######## block 1 ########
Fig. 1: block 1, cells by drive strength
Drawn at 6 px/um.
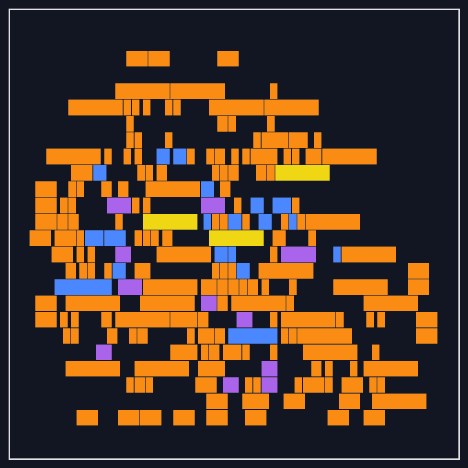

**src/rtl/score_ram_arbiter_pkg.sv**
```systemverilog
// Shared widths, FSM encoding and arbitration flag for the
// scoreboard RAM arbiter.
package score_ram_arbiter_pkg;

  localparam int DEF_ADDR_W = 2;
  localparam int DEF_DATA_W = 4;
  localparam int SCORE_MAX  = 2**DEF_DATA_W - 1;

  typedef enum logic [3:0] {
    S_CLR,
    S_IDLE,
    S_U_RD,
    S_U_W1,
    S_U_W2,
    S_U_WR,
    S_D_RD,
    S_D_W1,
    S_D_W2,
    S_D_DONE
  } state_t;

  typedef enum logic {
    RR_UPD,
    RR_DISP
  } rr_t;

endpackage

```
**src/rtl/score_ram_arbiter_sat_add.sv**
```systemverilog
// Combinational saturating adder: the sum is formed one bit
// wider and clamps to all-ones on carry out.
module score_sat_add #(
  parameter int DATA_W = 4
) (
  input  logic [DATA_W-1:0] i_a,
  input  logic [DATA_W-1:0] i_b,
  output logic [DATA_W-1:0] o_sum
);

  logic [DATA_W:0] w_sum;

  assign w_sum = {1'b0, i_a} + {1'b0, i_b};
  assign o_sum = w_sum[DATA_W] ? '1 : w_sum[DATA_W-1:0];

endmodule

```
**src/rtl/score_ram_arbiter.sv**
```systemverilog
// Single owner of the scoreboard RAM port: clears it, runs
// saturating score updates and serves display reads.
module score_ram_arbiter
  import score_ram_arbiter_pkg::*;
#(
  parameter int ADDR_W = DEF_ADDR_W,
  parameter int DATA_W = DEF_DATA_W
) (
  input  logic              clk,
  input  logic              rst,
  input  logic              upd_req,
  input  logic [ADDR_W-1:0] upd_id,
  input  logic [DATA_W-1:0] upd_pts,
  output logic              upd_ack,
  input  logic              disp_req,
  input  logic [ADDR_W-1:0] disp_id,
  output logic              disp_ack,
  output logic [DATA_W-1:0] disp_score,
  input  logic              clr_req,
  output logic              busy,
  output logic [ADDR_W-1:0] ram_addr,
  output logic [DATA_W-1:0] ram_wdata,
  output logic              ram_wren,
  input  logic [DATA_W-1:0] ram_q
);

  localparam int NUM_SLOTS = 2**ADDR_W;
  localparam logic [ADDR_W:0] LAST_IDX = NUM_SLOTS[ADDR_W:0];
  localparam logic [ADDR_W:0] ONE_IDX = (ADDR_W+1)'(1);

  state_t            r_state;
  rr_t               r_rr_last;
  logic [ADDR_W:0]   r_clr_idx;
  logic              r_clr_pend;
  logic [DATA_W-1:0] r_pts;
  logic [ADDR_W-1:0] r_ram_addr;
  logic [DATA_W-1:0] r_ram_wdata;
  logic              r_ram_wren;
  logic              r_upd_ack;
  logic              r_disp_ack;
  logic [DATA_W-1:0] r_disp_score;
  logic              r_busy;

  logic              w_grant_upd;
  logic              w_grant_disp;
  logic [DATA_W-1:0] w_new_score;

  assign w_grant_upd  = upd_req &&
                        (!disp_req || r_rr_last == RR_DISP);
  assign w_grant_disp = disp_req && !w_grant_upd;

  score_sat_add #(
    .DATA_W (DATA_W)
  ) u_sat_add (
    .i_a   (ram_q),
    .i_b   (r_pts),
    .o_sum (w_new_score)
  );

  // Outputs are registered on entry, so each state's RAM
  // controls are loaded by the edge that enters it.
  always_ff @(posedge clk or negedge rst) begin
    if (!rst) begin
      r_state      <= S_CLR;
      r_rr_last    <= RR_DISP;
      r_clr_idx    <= '0;
      r_clr_pend   <= 1'b0;
      r_pts        <= '0;
      r_ram_addr   <= '0;
      r_ram_wdata  <= '0;
      r_ram_wren   <= 1'b0;
      r_upd_ack    <= 1'b0;
      r_disp_ack   <= 1'b0;
      r_disp_score <= '0;
      r_busy       <= 1'b0;
    end else begin
      r_upd_ack   <= 1'b0;
      r_disp_ack  <= 1'b0;
      r_ram_wren  <= 1'b0;
      r_ram_wdata <= '0;
      if (clr_req && r_state != S_IDLE)
        r_clr_pend <= 1'b1;
      unique case (r_state)
        S_CLR: begin
          if (r_clr_idx == LAST_IDX) begin
            r_state    <= S_IDLE;
            r_busy     <= 1'b0;
            r_ram_addr <= '0;
            r_clr_idx  <= '0;
          end else begin
            r_busy     <= 1'b1;
            r_ram_wren <= 1'b1;
            r_ram_addr <= r_clr_idx[ADDR_W-1:0];
            r_clr_idx  <= r_clr_idx + ONE_IDX;
          end
        end
        S_IDLE: begin
          if (clr_req || r_clr_pend) begin
            r_clr_pend <= 1'b0;
            r_state    <= S_CLR;
            r_busy     <= 1'b1;
            r_ram_wren <= 1'b1;
            r_ram_addr <= '0;
            r_clr_idx  <= ONE_IDX;
          end else if (w_grant_upd) begin
            r_state    <= S_U_RD;
            r_busy     <= 1'b1;
            r_ram_addr <= upd_id;
            r_pts      <= upd_pts;
            r_rr_last  <= RR_UPD;
          end else if (w_grant_disp) begin
            r_state    <= S_D_RD;
            r_busy     <= 1'b1;
            r_ram_addr <= disp_id;
            r_rr_last  <= RR_DISP;
          end
        end
        S_U_RD: r_state <= S_U_W1;
        S_U_W1: r_state <= S_U_W2;
        S_U_W2: begin
          r_state     <= S_U_WR;
          r_ram_wren  <= 1'b1;
          r_ram_wdata <= w_new_score;
          r_upd_ack   <= 1'b1;
        end
        S_U_WR: begin
          r_state    <= S_IDLE;
          r_busy     <= 1'b0;
          r_ram_addr <= '0;
        end
        S_D_RD: r_state <= S_D_W1;
        S_D_W1: r_state <= S_D_W2;
        S_D_W2: begin
          r_state      <= S_D_DONE;
          r_disp_score <= ram_q;
          r_disp_ack   <= 1'b1;
        end
        S_D_DONE: begin
          r_state    <= S_IDLE;
          r_busy     <= 1'b0;
          r_ram_addr <= '0;
        end
        default: begin
          r_state   <= S_CLR;
          r_clr_idx <= '0;
        end
      endcase
    end
  end

  assign upd_ack    = r_upd_ack;
  assign disp_ack   = r_disp_ack;
  assign disp_score = r_disp_score;
  assign busy       = r_busy;
  assign ram_addr   = r_ram_addr;
  assign ram_wdata  = r_ram_wdata;
  assign ram_wren   = r_ram_wren;

endmodule

```
**config.mk**
```make
export PLATFORM = sky130hd
export DESIGN_NAME = score_ram_arbiter
export DESIGN_NICKNAME = d
export VERILOG_FILES = /design/src/rtl/score_ram_arbiter_pkg.sv /design/src/rtl/score_ram_arbiter_sat_add.sv /design/src/rtl/score_ram_arbiter.sv
export SDC_FILE = /design/constraint.sdc
export NUM_CORES = 1
export LEC_CHECK = 0
export ABC_AREA = 1
export CAP_MARGIN = 20
export CORE_MARGIN = 3
export CORE_UTILIZATION = 30
export CTS_BUF_LIST = sky130_fd_sc_hd__clkbuf_16
export DETAILED_ROUTE_END_ITERATION = 8
export SETUP_SLACK_MARGIN = 0.02
export SYNTH_ARGS = -nofsm -noshare
export SYNTH_HDL_FRONTEND = slang
export SYNTH_SLANG_ARGS = --single-unit
```
**constraint.sdc**
```tcl
create_clock -name clk -period 1.7 [get_ports clk]
set_input_delay 0.255 -clock clk [delete_from_list [all_inputs] [get_ports clk]]
set_output_delay 0.255 -clock clk [all_outputs]
set_load 0.005 [all_outputs]
```
######## block 2 ########
$ cat src/rtl/mlp_pkg.sv
// Shared constants and state encoding for the MLP output stage.
package mlp_pkg;

    localparam int NUM_OUT = 10;
    localparam int DATA_W  = 16;
    localparam int ADDR_W  = 12;
    localparam int IDX_W   = 4;
    localparam logic [ADDR_W-1:0] OUT_BASE_ADDR = 12'hC00;

    typedef enum logic {
        IDLE = 1'b0,
        SCAN = 1'b1
    } argmax_state_t;

endpackage

$ cat src/rtl/output_argmax_if.sv
// Final-layer write port and classification result bus for output_argmax.
// wr_en is a one-cycle strobe with no back-pressure; done is a level; finished is a one-cycle result-valid pulse.
interface output_argmax_if;
    import mlp_pkg::*;

    logic                wr_en;
    logic [ADDR_W-1:0]   wr_addr;
    logic [DATA_W-1:0]   wr_data;
    logic                done;
    logic                busy;
    logic                finished;
    logic [IDX_W-1:0]    class_idx;
    logic [DATA_W-1:0]   max_value;
    logic                missing;
    argmax_state_t       dbg_state;

    modport master (
        output wr_en, wr_addr, wr_data, done,
        input  busy, finished, class_idx, max_value, missing, dbg_state
    );

    modport slave (
        input  wr_en, wr_addr, wr_data, done,
        output busy, finished, class_idx, max_value, missing, dbg_state
    );

endinterface

$ cat src/rtl/rise_detect.sv
// Rising-edge detector: one flop of history, rise is high for the first cycle sig is seen high.
module rise_detect (
    input  logic clk,
    input  logic reset,
    input  logic sig,
    output logic rise
);

    logic prev_q;
    logic prev_d;

    always_comb begin
        prev_d = sig;
    end

    always_ff @(posedge clk) begin
        if (reset) begin
            prev_q <= 1'b0;
        end else begin
            prev_q <= prev_d;
        end
    end

    assign rise = sig & ~prev_q;

endmodule

$ cat src/rtl/output_argmax.sv
// Captures the final layer's outputs into a slot bank, then on done's rising edge
// scans the slots one per cycle and reports the index and value of the largest.
module output_argmax
    import mlp_pkg::*;
(
    input  logic             clk,
    input  logic             reset,
    output_argmax_if.slave   bus
);

    localparam logic [ADDR_W-1:0] LAST_ADDR = OUT_BASE_ADDR + ADDR_W'(NUM_OUT - 1);
    localparam logic [IDX_W-1:0]  LAST_IDX  = IDX_W'(NUM_OUT - 1);

    argmax_state_t       state_q, state_d;
    logic [DATA_W-1:0]   slot_q [NUM_OUT];
    logic [DATA_W-1:0]   slot_d [NUM_OUT];
    logic [NUM_OUT-1:0]  written_q, written_d;
    logic [DATA_W-1:0]   best_q, best_d;
    logic [IDX_W-1:0]    best_idx_q, best_idx_d;
    logic [IDX_W-1:0]    i_q, i_d;
    logic                busy_q, busy_d;
    logic                finished_q, finished_d;
    logic [IDX_W-1:0]    class_idx_q, class_idx_d;
    logic [DATA_W-1:0]   max_value_q, max_value_d;
    logic                missing_q, missing_d;

    logic                start;
    logic                in_range;
    logic [IDX_W-1:0]    wr_idx;
    logic [DATA_W-1:0]   cand_val;
    logic [IDX_W-1:0]    cand_idx;

    rise_detect u_done_rise (
        .clk   (clk),
        .reset (reset),
        .sig   (bus.done),
        .rise  (start)
    );

    assign in_range = (bus.wr_addr >= OUT_BASE_ADDR) && (bus.wr_addr <= LAST_ADDR);
    assign wr_idx   = IDX_W'(bus.wr_addr - OUT_BASE_ADDR);

    // Strict greater-than so that ties keep the earlier (lower) index.
    always_comb begin
        if ($signed(slot_q[i_q]) > $signed(best_q)) begin
            cand_val = slot_q[i_q];
            cand_idx = i_q;
        end else begin
            cand_val = best_q;
            cand_idx = best_idx_q;
        end
    end

    always_comb begin
        state_d     = state_q;
        slot_d      = slot_q;
        written_d   = written_q;
        best_d      = best_q;
        best_idx_d  = best_idx_q;
        i_d         = i_q;
        busy_d      = busy_q;
        finished_d  = 1'b0;
        class_idx_d = class_idx_q;
        max_value_d = max_value_q;
        missing_d   = missing_q;

        case (state_q)
            IDLE: begin
                if (bus.wr_en && in_range) begin
                    slot_d[wr_idx]    = bus.wr_data;
                    written_d[wr_idx] = 1'b1;
                end
                // slot_q[0] is the registered value, so a same-cycle write to slot 0 is not seen here.
                if (start) begin
                    best_d     = slot_q[0];
                    best_idx_d = '0;
                    i_d        = IDX_W'(1);
                    busy_d     = 1'b1;
                    state_d    = SCAN;
                end
            end
            SCAN: begin
                best_d     = cand_val;
                best_idx_d = cand_idx;
                i_d        = i_q + IDX_W'(1);
                if (i_q == LAST_IDX) begin
                    class_idx_d = cand_idx;
                    max_value_d = cand_val;
                    finished_d  = 1'b1;
                    missing_d   = ~&written_q;
                    written_d   = '0;
                    busy_d      = 1'b0;
                    state_d     = IDLE;
                end
            end
            default: begin
                state_d = IDLE;
            end
        endcase
    end

    always_ff @(posedge clk) begin
        if (reset) begin
            state_q     <= IDLE;
            for (int k = 0; k < NUM_OUT; k++) begin
                slot_q[k] <= '0;
            end
            written_q   <= '0;
            best_q      <= '0;
            best_idx_q  <= '0;
            i_q         <= '0;
            busy_q      <= 1'b0;
            finished_q  <= 1'b0;
            class_idx_q <= '0;
            max_value_q <= '0;
            missing_q   <= 1'b0;
        end else begin
            state_q     <= state_d;
            slot_q      <= slot_d;
            written_q   <= written_d;
            best_q      <= best_d;
            best_idx_q  <= best_idx_d;
            i_q         <= i_d;
            busy_q      <= busy_d;
            finished_q  <= finished_d;
            class_idx_q <= class_idx_d;
            max_value_q <= max_value_d;
            missing_q   <= missing_d;
        end
    end

    assign bus.busy      = busy_q;
    assign bus.finished  = finished_q;
    assign bus.class_idx = class_idx_q;
    assign bus.max_value = max_value_q;
    assign bus.missing   = missing_q;
    assign bus.dbg_state = state_q;

endmodule

$ cat src/flat_wrapper.sv
// flat-port wrapper written by rule: the top's interface ports become plain ports
module output_argmax_flat import mlp_pkg::*;
  (clk, reset, bus_wr_en, bus_wr_addr, bus_wr_data, bus_done, bus_busy, bus_finished, bus_class_idx, bus_max_value, bus_missing, bus_dbg_state);
  output_argmax_if bus_i ();
  input  logic clk;
  input  logic reset;
  input wire logic [$bits(bus_i.wr_en)-1:0] bus_wr_en;
  input wire logic [$bits(bus_i.wr_addr)-1:0] bus_wr_addr;
  input wire logic [$bits(bus_i.wr_data)-1:0] bus_wr_data;
  input wire logic [$bits(bus_i.done)-1:0] bus_done;
  output wire logic [$bits(bus_i.busy)-1:0] bus_busy;
  output wire logic [$bits(bus_i.finished)-1:0] bus_finished;
  output wire logic [$bits(bus_i.class_idx)-1:0] bus_class_idx;
  output wire logic [$bits(bus_i.max_value)-1:0] bus_max_value;
  output wire logic [$bits(bus_i.missing)-1:0] bus_missing;
  output wire logic [$bits(bus_i.dbg_state)-1:0] bus_dbg_state;
  assign bus_i.wr_en = bus_wr_en;
  assign bus_i.wr_addr = bus_wr_addr;
  assign bus_i.wr_data = bus_wr_data;
  assign bus_i.done = bus_done;
  assign bus_busy = bus_i.busy;
  assign bus_finished = bus_i.finished;
  assign bus_class_idx = bus_i.class_idx;
  assign bus_max_value = bus_i.max_value;
  assign bus_missing = bus_i.missing;
  assign bus_dbg_state = bus_i.dbg_state;
  output_argmax u_core (.clk(clk), .reset(reset), .bus(bus_i));
endmodule
$ cat config.mk
export PLATFORM = sky130hd
export DESIGN_NAME = output_argmax_flat
export DESIGN_NICKNAME = d
export VERILOG_FILES = /design/src/rtl/mlp_pkg.sv /design/src/rtl/output_argmax_if.sv /design/src/rtl/rise_detect.sv /design/src/rtl/output_argmax.sv /design/src/flat_wrapper.sv
export SDC_FILE = /design/constraint.sdc
export NUM_CORES = 1
export LEC_CHECK = 0
export ABC_AREA = 0
export CAP_MARGIN = 20
export CORE_UTILIZATION = 45
export DETAILED_ROUTE_END_ITERATION = 6
export SLEW_MARGIN = 25
export SYNTH_ARGS = -nofsm -noshare
export SYNTH_HDL_FRONTEND = slang
export SYNTH_SLANG_ARGS = --single-unit
export TNS_END_PERCENT = 30
$ cat constraint.sdc
create_clock -name clk -period 4.35 [get_ports clk]
set_clock_uncertainty 0.15 [all_clocks]
set_input_delay 1.0875 -clock clk [delete_from_list [all_inputs] [get_ports clk]]
set_output_delay 1.0875 -clock clk [all_outputs]
set_load 0.1 [all_outputs]
######## block 3 ########
`config.mk`:
```
export PLATFORM = sky130hd
export DESIGN_NAME = hi_lo_muldiv_flat
export DESIGN_NICKNAME = d
export VERILOG_FILES = /design/src/rtl/hi_lo_muldiv_if.sv /design/src/rtl/hi_lo_muldiv.sv /design/src/flat_wrapper.sv
export SDC_FILE = /design/constraint.sdc
export NUM_CORES = 1
export LEC_CHECK = 0
export CORE_MARGIN = 4
export CORE_UTILIZATION = 42
export CTS_BUF_LIST = sky130_fd_sc_hd__clkbuf_4
export CTS_CLUSTER_DIAMETER = 100
export DETAILED_ROUTE_END_ITERATION = 6
export PLACE_DENSITY_LB_ADDON = 0.05
export SYNTH_ARGS = -nofsm -noshare
export SYNTH_HDL_FRONTEND = slang
export SYNTH_SLANG_ARGS = --single-unit
```
`constraint.sdc`:
```
create_clock -name Clk -period 7.22 [get_ports Clk]
set_clock_uncertainty 0.05 [all_clocks]
set_input_delay 1.444 -clock Clk [delete_from_list [all_inputs] [get_ports Clk]]
set_output_delay 1.444 -clock Clk [all_outputs]
set_load 0.01 [all_outputs]
```
`src/rtl/hi_lo_muldiv_if.sv`:
```
// Port bundle for the HI/LO multiply/divide unit: request side from EX, HI/LO/status back out.
// Start is a one-cycle request that is accepted only on an edge where Busy=0; Done is a one-cycle
// pulse on the cycle Hi/Lo first show a new result, and Busy is the registered stall indication.
interface hi_lo_muldiv_if;
  logic        Start;
  logic [1:0]  Op;
  logic [31:0] A;
  logic [31:0] B;
  logic        WriteHi;
  logic        WriteLo;
  logic [31:0] WrData;
  logic [31:0] Hi;
  logic [31:0] Lo;
  logic        Busy;
  logic        Done;
  logic        dbg_run;
  logic [4:0]  dbg_count;

  modport master (
    output Start, Op, A, B, WriteHi, WriteLo, WrData,
    input  Hi, Lo, Busy, Done, dbg_run, dbg_count
  );

  modport slave (
    input  Start, Op, A, B, WriteHi, WriteLo, WrData,
    output Hi, Lo, Busy, Done, dbg_run, dbg_count
  );
endinterface

```
`src/rtl/hi_lo_muldiv.sv`:
```
// Iterative 32-cycle multiply/divide unit owning the architectural HI and LO registers.
// Signed ops run on magnitudes and are sign-corrected on the final iteration.
module hi_lo_muldiv (
  input  logic           Clk,
  input  logic           Reset,
  hi_lo_muldiv_if.slave  bus
);

  typedef enum logic {IDLE = 1'b0, RUN = 1'b1} state_t;

  state_t      state;
  logic [4:0]  cnt;
  logic        is_div;
  logic        neg_q;
  logic        neg_r;
  logic        div0;
  logic [31:0] a_raw;
  logic [31:0] mag_a;
  logic [31:0] mag_b;
  logic [31:0] mshift;
  logic [63:0] work;
  logic [31:0] hi_r;
  logic [31:0] lo_r;
  logic        done_r;

  logic        signed_op;
  logic        a_sgn;
  logic        b_sgn;
  logic [31:0] a_abs;
  logic [31:0] b_abs;
  logic [32:0] mul_sum;
  logic [32:0] rem_sh;
  logic [32:0] diff;
  logic [63:0] work_nxt;
  logic [63:0] prod_fix;
  logic [31:0] q_fix;
  logic [31:0] r_fix;

  always_comb begin
    signed_op = ~bus.Op[0];
    a_sgn     = signed_op & bus.A[31];
    b_sgn     = signed_op & bus.B[31];
    a_abs     = a_sgn ? (~bus.A + 32'd1) : bus.A;
    b_abs     = b_sgn ? (~bus.B + 32'd1) : bus.B;

    // Multiply: add multiplicand into the upper half, then shift the whole product right.
    mul_sum = {1'b0, work[63:32]} + {1'b0, (mshift[0] ? mag_a : 32'd0)};
    // Divide: partial remainder lives in work[63:32], quotient bits shift into work[31:0].
    rem_sh  = {work[63:32], mshift[31]};
    diff    = rem_sh - {1'b0, mag_b};

    if (is_div) begin
      if (!diff[32]) work_nxt = {diff[31:0], work[30:0], 1'b1};
      else           work_nxt = {rem_sh[31:0], work[30:0], 1'b0};
    end else begin
      work_nxt = {mul_sum, work[31:1]};
    end

    prod_fix = neg_q ? (~work_nxt + 64'd1) : work_nxt;
    q_fix    = neg_q ? (~work_nxt[31:0] + 32'd1) : work_nxt[31:0];
    r_fix    = neg_r ? (~work_nxt[63:32] + 32'd1) : work_nxt[63:32];
  end

  always_ff @(posedge Clk) begin
    if (Reset) begin
      state  <= IDLE;
      cnt    <= 5'd0;
      is_div <= 1'b0;
      neg_q  <= 1'b0;
      neg_r  <= 1'b0;
      div0   <= 1'b0;
      a_raw  <= 32'd0;
      mag_a  <= 32'd0;
      mag_b  <= 32'd0;
      mshift <= 32'd0;
      work   <= 64'd0;
      hi_r   <= 32'd0;
      lo_r   <= 32'd0;
      done_r <= 1'b0;
    end else begin
      done_r <= 1'b0;
      case (state)
        IDLE: begin
          if (bus.WriteHi) hi_r <= bus.WrData;
          if (bus.WriteLo) lo_r <= bus.WrData;
          if (bus.Start) begin
            is_div <= bus.Op[1];
            neg_q  <= a_sgn ^ b_sgn;
            neg_r  <= a_sgn;
            div0   <= bus.Op[1] && (bus.B == 32'd0);
            a_raw  <= bus.A;
            mag_a  <= a_abs;
            mag_b  <= b_abs;
            // Shifter holds the multiplier for MULT and the dividend for DIV.
            mshift <= bus.Op[1] ? a_abs : b_abs;
            work   <= 64'd0;
            cnt    <= 5'd0;
            state  <= RUN;
          end
        end
        RUN: begin
          work   <= work_nxt;
          mshift <= is_div ? (mshift << 1) : (mshift >> 1);
          cnt    <= cnt + 5'd1;
          if (cnt == 5'd31) begin
            state  <= IDLE;
            done_r <= 1'b1;
            if (div0) begin
              hi_r <= a_raw;
              lo_r <= 32'hFFFF_FFFF;
            end else if (is_div) begin
              hi_r <= r_fix;
              lo_r <= q_fix;
            end else begin
              hi_r <= prod_fix[63:32];
              lo_r <= prod_fix[31:0];
            end
          end
        end
        default: state <= IDLE;
      endcase
    end
  end

  assign bus.Hi        = hi_r;
  assign bus.Lo        = lo_r;
  assign bus.Busy      = (state == RUN);
  assign bus.Done      = done_r;
  assign bus.dbg_run   = (state == RUN);
  assign bus.dbg_count = cnt;

endmodule
```
`src/flat_wrapper.sv`:
```
// flat-port wrapper written by rule: the top's interface ports become plain ports
module hi_lo_muldiv_flat 
  (Clk, Reset, bus_Start, bus_Op, bus_A, bus_B, bus_WriteHi, bus_WriteLo, bus_WrData, bus_Hi, bus_Lo, bus_Busy, bus_Done, bus_dbg_run, bus_dbg_count);
  hi_lo_muldiv_if bus_i ();
  input  logic Clk;
  input  logic Reset;
  input wire logic [$bits(bus_i.Start)-1:0] bus_Start;
  input wire logic [$bits(bus_i.Op)-1:0] bus_Op;
  input wire logic [$bits(bus_i.A)-1:0] bus_A;
  input wire logic [$bits(bus_i.B)-1:0] bus_B;
  input wire logic [$bits(bus_i.WriteHi)-1:0] bus_WriteHi;
  input wire logic [$bits(bus_i.WriteLo)-1:0] bus_WriteLo;
  input wire logic [$bits(bus_i.WrData)-1:0] bus_WrData;
  output wire logic [$bits(bus_i.Hi)-1:0] bus_Hi;
  output wire logic [$bits(bus_i.Lo)-1:0] bus_Lo;
  output wire logic [$bits(bus_i.Busy)-1:0] bus_Busy;
  output wire logic [$bits(bus_i.Done)-1:0] bus_Done;
  output wire logic [$bits(bus_i.dbg_run)-1:0] bus_dbg_run;
  output wire logic [$bits(bus_i.dbg_count)-1:0] bus_dbg_count;
  assign bus_i.Start = bus_Start;
  assign bus_i.Op = bus_Op;
  assign bus_i.A = bus_A;
  assign bus_i.B = bus_B;
  assign bus_i.WriteHi = bus_WriteHi;
  assign bus_i.WriteLo = bus_WriteLo;
  assign bus_i.WrData = bus_WrData;
  assign bus_Hi = bus_i.Hi;
  assign bus_Lo = bus_i.Lo;
  assign bus_Busy = bus_i.Busy;
  assign bus_Done = bus_i.Done;
  assign bus_dbg_run = bus_i.dbg_run;
  assign bus_dbg_count = bus_i.dbg_count;
  hi_lo_muldiv u_core (.Clk(Clk), .Reset(Reset), .bus(bus_i));
endmodule
```
######## block 4 ########
===== config.mk =====
export PLATFORM = sky130hd
export DESIGN_NAME = block_intersector_flat
export DESIGN_NICKNAME = d
export VERILOG_FILES = /design/src/rtl/block_intersector_if.sv /design/src/rtl/block_intersector.sv /design/src/flat_wrapper.sv
export SDC_FILE = /design/constraint.sdc
export NUM_CORES = 1
export LEC_CHECK = 0
export ABC_AREA = 1
export CORE_MARGIN = 4
export CORE_UTILIZATION = 57
export DETAILED_ROUTE_END_ITERATION = 10
export PLACE_DENSITY_LB_ADDON = 0.3
export SLEW_MARGIN = 15
export SYNTH_ARGS = -nofsm -noshare
export SYNTH_HDL_FRONTEND = slang
export SYNTH_SLANG_ARGS = --single-unit

===== constraint.sdc =====
create_clock -name clk -period 4.73 [get_ports clk]
set_clock_uncertainty 0.2 [all_clocks]
set_input_delay 0.7095 -clock clk [delete_from_list [all_inputs] [get_ports clk]]
set_output_delay 0.7095 -clock clk [all_outputs]
set_load 0.02 [all_outputs]

===== src/rtl/block_intersector_if.sv =====
`default_nettype none
// ============================================================================
//  Module   : block_intersector_if
//  Brief    : Stop-key, operand and result bundle between the player input,
//             block_tracker and block_intersector.
//  Revision : 1.0 - initial release
// ============================================================================
interface block_intersector_if;
    logic       stop_btn;
    logic [8:0] move_block_start;
    logic [3:0] move_block_size;
    logic [8:0] prev_block_start;
    logic [8:0] prev_block_end;
    logic [3:0] prev_block_size;
    logic [8:0] inter_block_start;
    logic [8:0] inter_block_end;
    logic [3:0] inter_block_size;
    logic       intersect_true;
    logic       stop_true;
    logic       busy;
    logic       game_over;

    // Driver of the stop key and operands; consumer of the trimmed block
    modport master (
        output stop_btn, move_block_start, move_block_size,
               prev_block_start, prev_block_end, prev_block_size,
        input  inter_block_start, inter_block_end, inter_block_size,
               intersect_true, stop_true, busy, game_over
    );

    // The intersector itself
    modport slave (
        input  stop_btn, move_block_start, move_block_size,
               prev_block_start, prev_block_end, prev_block_size,
        output inter_block_start, inter_block_end, inter_block_size,
               intersect_true, stop_true, busy, game_over
    );
endinterface
`default_nettype wire


===== src/rtl/block_intersector.sv =====
`default_nettype none
// ============================================================================
//  Module   : block_intersector
//  Brief    : On a stop-key press, overlaps the moving block with the last
//             placed block, trims it to whole units and reports the result
//             with a one-cycle stop_true pulse. A miss latches game_over.
//  Revision : 1.0 - initial release
// ============================================================================
module block_intersector #(
    parameter int UNIT_W   = 16,
    parameter int SCREEN_W = 320
) (
    input  wire logic          clk,
    input  wire logic          resetn,
    block_intersector_if.slave bus
);

    localparam int         c_SHIFT = $clog2(UNIT_W);
    localparam logic [9:0] c_XMAX  = 10'(SCREEN_W - 1);

    localparam logic [2:0] c_IDLE     = 3'd0;
    localparam logic [2:0] c_LATCH    = 3'd1;
    localparam logic [2:0] c_COMPARE  = 3'd2;
    localparam logic [2:0] c_RESULT   = 3'd3;
    localparam logic [2:0] c_GAMEOVER = 3'd4;

    logic [2:0] r_state, w_next_state;
    logic       r_btn_q;

    // Operands frozen at capture so input changes while busy are harmless
    logic [8:0] r_m_start, r_p_start, r_p_end, r_m_end, r_ov_s;
    logic [3:0] r_m_size, r_p_size, r_units;

    logic [8:0] r_inter_start, r_inter_end;
    logic [3:0] r_inter_size;
    logic       r_intersect, r_stop_true, r_game_over;

    logic       w_event, w_busy, w_capture, w_latch, w_compare, w_result;
    logic [9:0] w_m_end_raw, w_width, w_units_raw;
    logic [8:0] w_m_end, w_ov_s, w_ov_e, w_res_end;
    logic [3:0] w_units;
    logic       w_hit;

    assign w_event = bus.stop_btn & ~r_btn_q;

    // Moving block right edge, widened to 10 bits so the clamp sees overflow
    assign w_m_end_raw = {1'b0, r_m_start} + ({6'b0, r_m_size} << c_SHIFT) - 10'd1;
    assign w_m_end     = (w_m_end_raw > c_XMAX) ? c_XMAX[8:0] : w_m_end_raw[8:0];

    // Overlap window; with no block placed yet the whole moving block counts
    assign w_ov_s      = (r_p_size == 4'd0) ? r_m_start
                       : ((r_m_start > r_p_start) ? r_m_start : r_p_start);
    assign w_ov_e      = (r_p_size == 4'd0) ? r_m_end
                       : ((r_m_end < r_p_end) ? r_m_end : r_p_end);
    assign w_hit       = (w_ov_s <= w_ov_e);
    assign w_width     = {1'b0, w_ov_e} - {1'b0, w_ov_s} + 10'd1;
    assign w_units_raw = w_width >> c_SHIFT;
    assign w_units     = !w_hit ? 4'd0
                       : ((w_units_raw > 10'd15) ? 4'd15 : w_units_raw[3:0]);

    // Right edge trimmed back to a whole number of units; always fits 9 bits
    assign w_res_end   = r_ov_s + ({5'b0, r_units} << c_SHIFT) - 9'd1;

    // State register
    always_ff @(posedge clk) begin
        if (!resetn) r_state <= c_IDLE;
        else         r_state <= w_next_state;
    end

    // Next-state logic
    always_comb begin
        w_next_state = r_state;
        case (r_state)
            c_IDLE:     if (w_event) w_next_state = c_LATCH;
            c_LATCH:    w_next_state = c_COMPARE;
            c_COMPARE:  w_next_state = c_RESULT;
            c_RESULT:   w_next_state = (r_units == 4'd0) ? c_GAMEOVER : c_IDLE;
            c_GAMEOVER: w_next_state = c_GAMEOVER;
            default:    w_next_state = c_IDLE;
        endcase
    end

    // Per-state strobes for the datapath
    always_comb begin
        w_busy    = 1'b0;
        w_capture = 1'b0;
        w_latch   = 1'b0;
        w_compare = 1'b0;
        w_result  = 1'b0;
        case (r_state)
            c_IDLE:    w_capture = w_event;
            c_LATCH:   begin w_busy = 1'b1; w_latch   = 1'b1; end
            c_COMPARE: begin w_busy = 1'b1; w_compare = 1'b1; end
            c_RESULT:  begin w_busy = 1'b1; w_result  = 1'b1; end
            default:   w_busy = 1'b0;
        endcase
    end

    // Datapath: edge detector, operand capture, pipeline steps, held results
    always_ff @(posedge clk) begin
        if (!resetn) begin
            r_btn_q       <= 1'b1;   // a key held through reset must not fire
            r_m_start     <= '0;
            r_m_size      <= '0;
            r_p_start     <= '0;
            r_p_end       <= '0;
            r_p_size      <= '0;
            r_m_end       <= '0;
            r_ov_s        <= '0;
            r_units       <= '0;
            r_inter_start <= '0;
            r_inter_end   <= '0;
            r_inter_size  <= '0;
            r_intersect   <= 1'b0;
            r_stop_true   <= 1'b0;
            r_game_over   <= 1'b0;
        end else begin
            r_btn_q     <= bus.stop_btn;
            r_stop_true <= 1'b0;
            if (w_capture) begin
                r_m_start <= bus.move_block_start;
                r_m_size  <= bus.move_block_size;
                r_p_start <= bus.prev_block_start;
                r_p_end   <= bus.prev_block_end;
                r_p_size  <= bus.prev_block_size;
            end
            if (w_latch) r_m_end <= w_m_end;
            if (w_compare) begin
                r_ov_s  <= w_ov_s;
                r_units <= w_units;
            end
            if (w_result) begin
                r_stop_true <= 1'b1;
                r_intersect <= (r_units != 4'd0);
                if (r_units == 4'd0) begin
                    r_inter_start <= '0;
                    r_inter_end   <= '0;
                    r_inter_size  <= '0;
                    r_game_over   <= 1'b1;
                end else begin
                    r_inter_start <= r_ov_s;
                    r_inter_end   <= w_res_end;
                    r_inter_size  <= r_units;
                end
            end
        end
    end

    assign bus.inter_block_start = r_inter_start;
    assign bus.inter_block_end   = r_inter_end;
    assign bus.inter_block_size  = r_inter_size;
    assign bus.intersect_true    = r_intersect;
    assign bus.stop_true         = r_stop_true;
    assign bus.busy              = w_busy;
    assign bus.game_over         = r_game_over;

endmodule
`default_nettype wire


===== src/flat_wrapper.sv =====
// flat-port wrapper written by rule: the top's interface ports become plain ports
module block_intersector_flat 
#(
    parameter int UNIT_W   = 16,
    parameter int SCREEN_W = 320
)
  (clk, resetn, bus_stop_btn, bus_move_block_start, bus_move_block_size, bus_prev_block_start, bus_prev_block_end, bus_prev_block_size, bus_inter_block_start, bus_inter_block_end, bus_inter_block_size, bus_intersect_true, bus_stop_true, bus_busy, bus_game_over);
  block_intersector_if bus_i ();
  input  wire logic clk;
  input  wire logic resetn;
  input wire logic [$bits(bus_i.stop_btn)-1:0] bus_stop_btn;
  input wire logic [$bits(bus_i.move_block_start)-1:0] bus_move_block_start;
  input wire logic [$bits(bus_i.move_block_size)-1:0] bus_move_block_size;
  input wire logic [$bits(bus_i.prev_block_start)-1:0] bus_prev_block_start;
  input wire logic [$bits(bus_i.prev_block_end)-1:0] bus_prev_block_end;
  input wire logic [$bits(bus_i.prev_block_size)-1:0] bus_prev_block_size;
  output wire logic [$bits(bus_i.inter_block_start)-1:0] bus_inter_block_start;
  output wire logic [$bits(bus_i.inter_block_end)-1:0] bus_inter_block_end;
  output wire logic [$bits(bus_i.inter_block_size)-1:0] bus_inter_block_size;
  output wire logic [$bits(bus_i.intersect_true)-1:0] bus_intersect_true;
  output wire logic [$bits(bus_i.stop_true)-1:0] bus_stop_true;
  output wire logic [$bits(bus_i.busy)-1:0] bus_busy;
  output wire logic [$bits(bus_i.game_over)-1:0] bus_game_over;
  assign bus_i.stop_btn = bus_stop_btn;
  assign bus_i.move_block_start = bus_move_block_start;
  assign bus_i.move_block_size = bus_move_block_size;
  assign bus_i.prev_block_start = bus_prev_block_start;
  assign bus_i.prev_block_end = bus_prev_block_end;
  assign bus_i.prev_block_size = bus_prev_block_size;
  assign bus_inter_block_start = bus_i.inter_block_start;
  assign bus_inter_block_end = bus_i.inter_block_end;
  assign bus_inter_block_size = bus_i.inter_block_size;
  assign bus_intersect_true = bus_i.intersect_true;
  assign bus_stop_true = bus_i.stop_true;
  assign bus_busy = bus_i.busy;
  assign bus_game_over = bus_i.game_over;
  block_intersector #(.UNIT_W(UNIT_W), .SCREEN_W(SCREEN_W)) u_core (.clk(clk), .resetn(resetn), .bus(bus_i));
endmodule

Fig. 2: block 2, cells by drive strength
Drawn at 3 px/um.
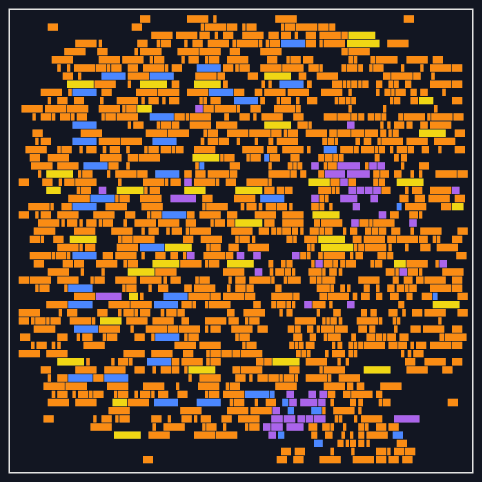
colour	size	cells	share	most used
purple	drive 3 to 4	52	4.7%	buf_4
blue	drive 2	44	4.0%	mux4_2
yellow	drive 6 and up	38	3.4%	clkbuf_16
orange	drive 1 or less	969	88%	dfxtp_1

Fig. 3: block 2, M2 wires
Drawn at 2 px/um.
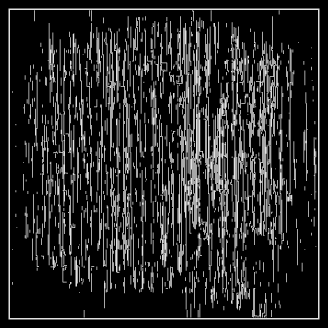
share of all routed wire	43%
main direction	vertical
wire length on this layer	11000 um
nets with wire on the layer	890

==> impl_metrics.yaml, block 2 <==
# flow metrics
critical_path:
  critical_path_buf_inv_count: 3
  critical_path.reg2reg.endpoint: "u_core.best_idx_q[1]$_SDFFE_PP0P_"
  worstSetupStartpointType: "flop"
  slowest_stage: "sky130_fd_sc_hd__or4_1"
  r2r_slack_ns: 0.20
  critPathCaptureType: "flop"
pwr:
  power_switching_mw: 1.126
  power.share.switching_pct: 24.77
yosys:
  yosys-stat-area_mm2: 0.01039
  topCombFamilyByArea: "multiplexers"
  ys_sh_simple_pct: 14.34
  post_synthesis_cell_count_from_yosys: 1063
  async_reset_ff_share_pct: 0
timing:
  rsz0062_at_grt: "false"
  worst_slack_ns: 0.2039
clock_tree:
  cts.htree.levels: 1
run_status:
  result_of_the_run: "finished, final reports clean"
global_routing:
  vias_in_the_first_global_route: 7339
drt:
  drc: 0
  detailroute.via_count: 7846
cells_and_area:
  sh_seq_area_pct: 36.56
  final-clk-cell-share_pct: 6.802
  post-route-util_pct: 53.05
worst_hold_path:
  hold_path_depth: 2
floorplan:
  floorplan.die.width_um: 154.0
placement:
  dpl-instance-area_mm2: 0.01115
[block 2: cell usage in the layout (no fill, tap or decap), drive strengths merged, types with 18 or more instances in the layout]
cell type / n
mux4: 32
buf: 43
nor4: 19
clkdlybuf4s50: 53
o21ai: 18
clkbuf: 36
a31oi: 25
nor2: 218
ha: 18
inv: 32
nand2: 33
a21oi: 26
dfxtp: 219
mux2i: 176
[block 2: cell usage after synthesis (all sizes together), types with 2 or more instances]
master,n,area (um^2)
a211oi,3,22.52
nand2,33,123.9
nand4,12,75.07
a221o,10,100.1
o31ai,9,72.57
dfxtp,219,4384
a311oi,13,113.9
mux2i,176,1762
a21o,3,22.52
buf,47,305.3
a31oi,25,156.4
nor2,218,855.8
inv,30,112.6
nand3b,4,30.03
nand2b,4,25.02
nor2b,4,25.02
o311a,6,60.06
nor4,19,125.1
o21ai,18,90.08
nand3,5,30.03
clkbuf,54,202.7
or3b,2,17.52
mux4,32,720.7
o31a,12,105.1
nor3,8,73.82
o311ai,3,26.28
o21a,14,105.1
or4,4,30.03
ha,18,225.2
a21oi,26,130.1
a22oi,17,127.6
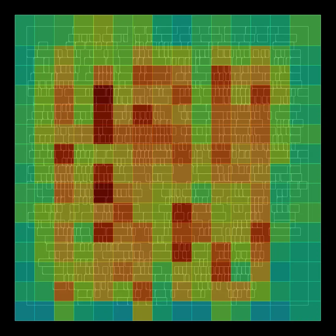
Fig. 4. Routing congestion (block 4).
final cell utilization of the core: 66.90%
global routing usage on met3: 3.059%
overall fraction of global-route tracks in use: 23.71%
met2 track demand over resource: 42.63%

==> impl_metrics.yaml, block 4 <==
# flow metrics
drt:
  detail-route-antenna-nets: 0
  wl_met1_um: 5894
critical_path:
  startpoint_to_endpoint_class_of_the_critical_path: "flop to flop"
  crit_end: "u_core.r_units[3]$_SDFFE_PN0P_"
  cp_max_fo: 11
  critPathCaptureType: "flop"
  r2r_slack_ns: 0.93
  critical_path.reg2reg.endpoint: "u_core.r_units[3]$_SDFFE_PN0P_"
yosys:
  top_cells_by_count: "sky130_fd_sc_hd__nand2_1, sky130_fd_sc_hd__inv_1, sky130_fd_sc_hd__a21oi_1, sky130_fd_sc_hd__dfxtp_1, sky130_fd_sc_hd__ha_1"
  synth_dominant_cell_count: "sky130_fd_sc_hd__nand2_1"
  yosys-stat-area_mm2: 0.005632
  synthTopCellsByArea: "sky130_fd_sc_hd__dfxtp_1, sky130_fd_sc_hd__ha_1, sky130_fd_sc_hd__nand2_1"
  syn_area_per_cell_um2: 7.156
  ys_seq_elements: 86
  syn_nets: 892
run_status:
  result_of_the_run: "finished, final reports clean"
timing:
  slew_headroom_pct: 38.76
  worst_slack_ns: 0.9328
  clock.fmax_mhz: 263.4
  final_count_of_pins_violating_max_slew: 0
pwr:
  sequential_share_of_power_pct: 33.0
  p_leak_nw: 3.003
  power.ir.vdd_worst_v: 0.0002035
  totalPowerFinal_mw: 2.368
global_routing:
  globalRoute.busiestLayer: "met2"
  grt_util_met1_pct: 28.94
job:
  log_warnings: 36
  maxCapViolCount: 0
floorplan:
  floorplan.die.width_um: 107.4
  floorplan.rows: 36
  floorplan.die_area_mm2: 0.01153
worst_hold_path:
  worst_hold_path.endpoint: "u_core.r_m_size[2]$_SDFFE_PN0P_"
placement:
  placed_cells_incl_taps: 958
  dpl_worst_slack_ns: 0.9784
clock_tree:
  cts.htree.levels: 3
  clkSinkCount: 86
==> block 4: power groups by stage <==
stage                     Clock (mW)  Sequential, mW  Combinational, mW
final                          0.601           0.782              0.985
after global routing           0.638           0.785               1.13
after CTS                      0.612           0.781              0.983
after detailed placement           0           0.798              0.975
after global placement             0           0.797              0.955
after floorplan                    0           0.792              0.769
==> block 4: cell families after synthesis <==
| kind of cell | after synthesis | synth area share [%] |
|---|---|---|
| buf+inv | 159 | 12.24 |
| simple gates | 282 | 21.93 |
| xor+xnor | 8 | 1.378 |
| flops | 86 | 30.57 |
| compound gates | 185 | 18.60 |
| fa+ha+maj | 67 | 15.29 |
==> block 4: sequential cells by signal, summed over array words and instances (netlist names), 9 cells and up <==
signal,count
u_core.r_ov_s,9
u_core.r_m_end,9
u_core.r_p_start,9
u_core.r_p_end,9
u_core.bus.inter_block_end,9
u_core.r_m_start,9
u_core.bus.inter_block_start,9
==> block 4: layout make-up <==
type	count	area (um^2)
Multi-Input combinational cell	542	3221
Fill cell	842	3206
Sequential cell	86	1722
Timing Repair Buffer	64	638.1
Inverter	133	503.0
Tap cell	133	166.4
Clock buffer	9	123.9
Clock inverter	7	105.1
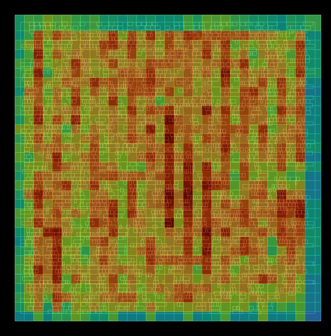
Fig. 5. Routing congestion (block 3).
highest-utilization routing layer at the global route stage: met2
Routed WL per cell: 25.47 um
global routing usage on met3: 5.562%

==> impl_metrics.yaml, block 3 <==
# flow metrics
run_status:
  result_of_the_run: "finished, final reports clean"
critical_path:
  worstSetupStartpointType: "flop"
  timing.reg2reg.worst_path_depth: 24
  startpoint_to_endpoint_class_of_the_critical_path: "flop to flop"
  crit_end: "u_core.bus.Hi[28]$_SDFFE_PP0P_"
  cp_max_fo: 5
  critical_path.reg2reg.endpoint: "u_core.bus.Hi[28]$_SDFFE_PP0P_"
floorplan:
  floorplan.die_area_mm2: 0.05087
global_routing:
  vias_in_the_first_global_route: 20390
  grt.total_usage_pct: 33.41
cells_and_area:
  layout-drive-gt1-share_pct: 8.531
  comb-cell-share_pct: 59.00
  layout.cells.non_filler: 3437
  antenna-diode-count: 5
  final-clk-cell-share_pct: 4.164
  largest_register_ffs: 64
pwr:
  comb_power_share_pct: 29.4
  power.group.top: "sequential cells"
  sequential_share_of_power_pct: 37.1
  clock_power_share_pct: 33.5
worst_hold_path:
  hold_path_depth: 2
  hold_path_class: "flop to flop"
  min_from: "u_core.a_raw[6]$_SDFFE_PP0P_"
drt:
  detail_route.vias_per_cell: 6.236
  wl_met1_um: 40070
yosys:
  ff_type: "sky130_fd_sc_hd__dfxtp_1"
  synth-xor-area-share_pct: 6.918
  ys_sh_simple_pct: 24.62
  syn-cell-area_mm2: 0.01988
  synth_warnings: 0
placement:
  dpl-instance-area_mm2: 0.02184
  dpl_worst_slack_ns: 0.9091
  buffer_ports.inserted: 174
timing:
  final.hold.worst_slack_ns: 0.4059
clock_tree:
  cts_tree: "done"
  cts_root_buf: "sky130_fd_sc_hd__clkbuf_4"
block 3: routing by layer:
layer / track usage [%] / up-vias
met5: 0 / -
met4: 9.702 / 0
met2: 51.50 / 947
met1: 48.12 / 10420
li1: - / 9920
met3: 5.562 / 144
block 3: Yosys cell counts, types with 70 or more instances:
cell type,n,area share [%]
sky130_fd_sc_hd__xnor2_1,92,4.1
sky130_fd_sc_hd__a21oi_1,245,6.2
sky130_fd_sc_hd__nand2_1,258,4.9
sky130_fd_sc_hd__and3_1,71,2.2
sky130_fd_sc_hd__dfxtp_1,266,27
sky130_fd_sc_hd__ha_1,70,4.4
sky130_fd_sc_hd__nor3_1,77,1.9
sky130_fd_sc_hd__o21ai_0,116,2.9
sky130_fd_sc_hd__a211oi_1,153,5.8
sky130_fd_sc_hd__inv_1,82,1.5
sky130_fd_sc_hd__clkbuf_1,128,2.4
sky130_fd_sc_hd__nor2_1,350,6.6
block 3: worst min-delay path, cell delays in order, from the launching register on:
cell,delay [ns]
sky130_fd_sc_hd__dfxtp_1,0.31
sky130_fd_sc_hd__nand2_1,0.05
sky130_fd_sc_hd__a21oi_1,0.05
Fig. 6: block 1, close-up of the layout
Window x 25 to 50, y 25 to 50 um. Cells in grey, sequential cells in the stronger grey; small squares are vias.
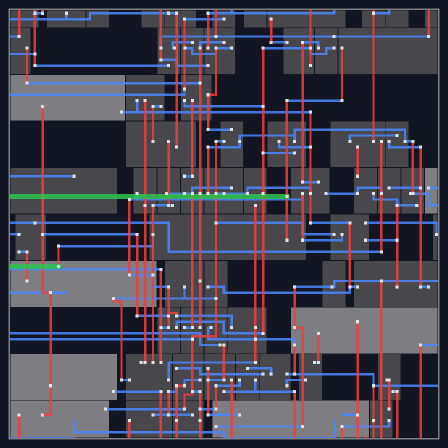
colour	layer
green	met3
blue	met1
red	met2
netlist names of flops here include	r_state (3), ram_wdata (2)
sequential cells in the window	6
cells with their middle in the window	51
most frequent	nand2_1 (9), inv_1 (6), dfrtp_1 (6)

About Fig. 1:
colour	size	cells	share	most used
blue	drive 2	19	9.0%	nor2_2
yellow	drive 6 and up	3	1.4%	clkbuf_16
purple	drive 3 to 4	11	5.2%	buf_4
orange	drive 1 or less	179	84%	nand2_1

==> impl_metrics.yaml, block 1 <==
# flow metrics
floorplan:
  floorplan.rows: 24
critical_path:
  cp_max_fo: 4
  cp.required_ns: 1.90
global_routing:
  globalRoute.busiestLayer: "met2"
yosys:
  yosys-stat-area_mm2: 0.001418
  ff_type: "sky130_fd_sc_hd__dfrtp_1"
  synth_area_leader: "sky130_fd_sc_hd__dfrtp_1"
  topCombFamilyByArea: "simple AND/OR/NAND/NOR gates"
cells_and_area:
  most_common_logic_cells_in_the_final_layout: "sky130_fd_sc_hd__nand2_1, sky130_fd_sc_hd__clkdlybuf4s50_1, sky130_fd_sc_hd__dfrtp_1"
  area.growth.synth_to_final_pct: 35.39
  multi_input_comb_area_um2: 663.1
  nonClockInverterCount: 22
run_status:
  result_of_the_run: "finished, final reports clean"
clock_tree:
  cts_root_buf: "sky130_fd_sc_hd__clkbuf_16"
  clkSinkCount: 27
placement:
  gpl.final_weighted_congestion: 0.7645
drt:
  drc: 0
job:
  log_warnings: 27
  maxCapViolCount: 0
timing:
  finalClockPeriodUsage_pct: 89.77
worst_hold_path:
  hold_path_class: "primary input to asynchronous set/reset pin"
## block 1: report_power, final
part	switching (mW)	total (mW)	internal [mW]	leakage (nW)
Sequential	0.136	0.977	0.841	0.329
Clock	0.202	0.516	0.314	0.0423
Combinational	0.588	1.09	0.505	0.587
## block 1: through the flow
stage          setup WS (ns)  cells
5_1_grt              0.03737    264
6_report              0.1738    264
4_1_cts               0.1073    264
3_5_place_dp         -0.1610    260
2_1_floorplan         0.3556    171
3_3_place_gp         -0.1261    260
## block 1: final timing paths
check                                           from                         to  slack (ns)
max                                         ram_q[0]     ram_wdata[3]$_DFF_PN0_        0.17
min                                              rst       r_pts[0]$_DFFE_PN0P_        0.37
max reg2reg                     r_pts[0]$_DFFE_PN0P_     ram_wdata[3]$_DFF_PN0_        0.29
min reg2reg                disp_score[3]$_DFFE_PN0P_  disp_score[3]$_DFFE_PN0P_        0.47
max in group asynchronous                        rst      r_rr_last$_DFFE_PN1P_        1.03
min in group clk           disp_score[3]$_DFFE_PN0P_  disp_score[3]$_DFFE_PN0P_        0.47


==> layout pictures side by side <==
M2 wires.
panel A
Drawn at 4 px/um.
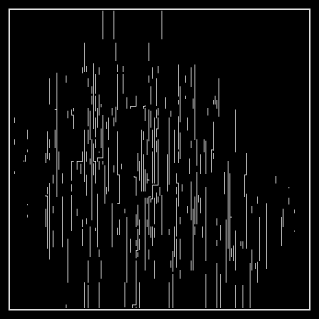
panel B
Drawn at 1.5 px/um.
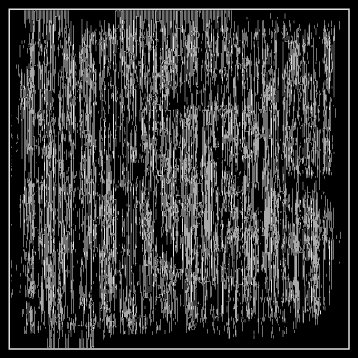
panel C
Drawn at 3 px/um.
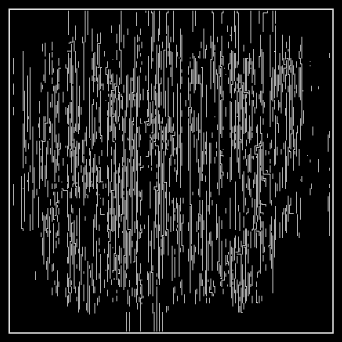
| from | picture |
|---|---|
| block 3 | panel B |
| block 1 | panel A |
| block 4 | panel C |
Of these, largest die: panel B
Of these, smallest die: panel A


==> screenshots <==
Sequential cells coloured by netlist name.
Plate I
Drawn at 1.5 px/um. Other sequential cells in the stronger grey, the rest of the logic in the fainter grey.
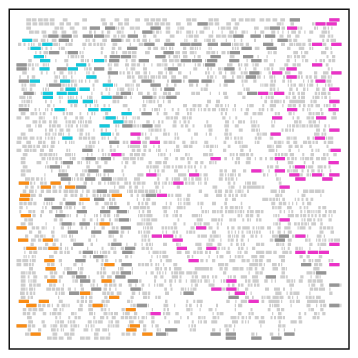
Plate II
Drawn at 4 px/um. Other sequential cells in the stronger grey, the rest of the logic in the fainter grey.
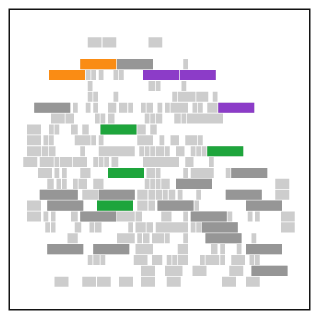
Plate III
Drawn at 2 px/um. Other sequential cells in the stronger grey, the rest of the logic in the fainter grey.
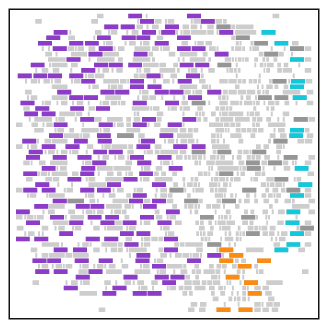
Of these, largest die: Plate I
Of these, smallest die: Plate II
| picture | from |
|---|---|
| Plate III | block 2 |
| Plate I | block 3 |
| Plate II | block 1 |

Power and IR drop assume default switching activity.
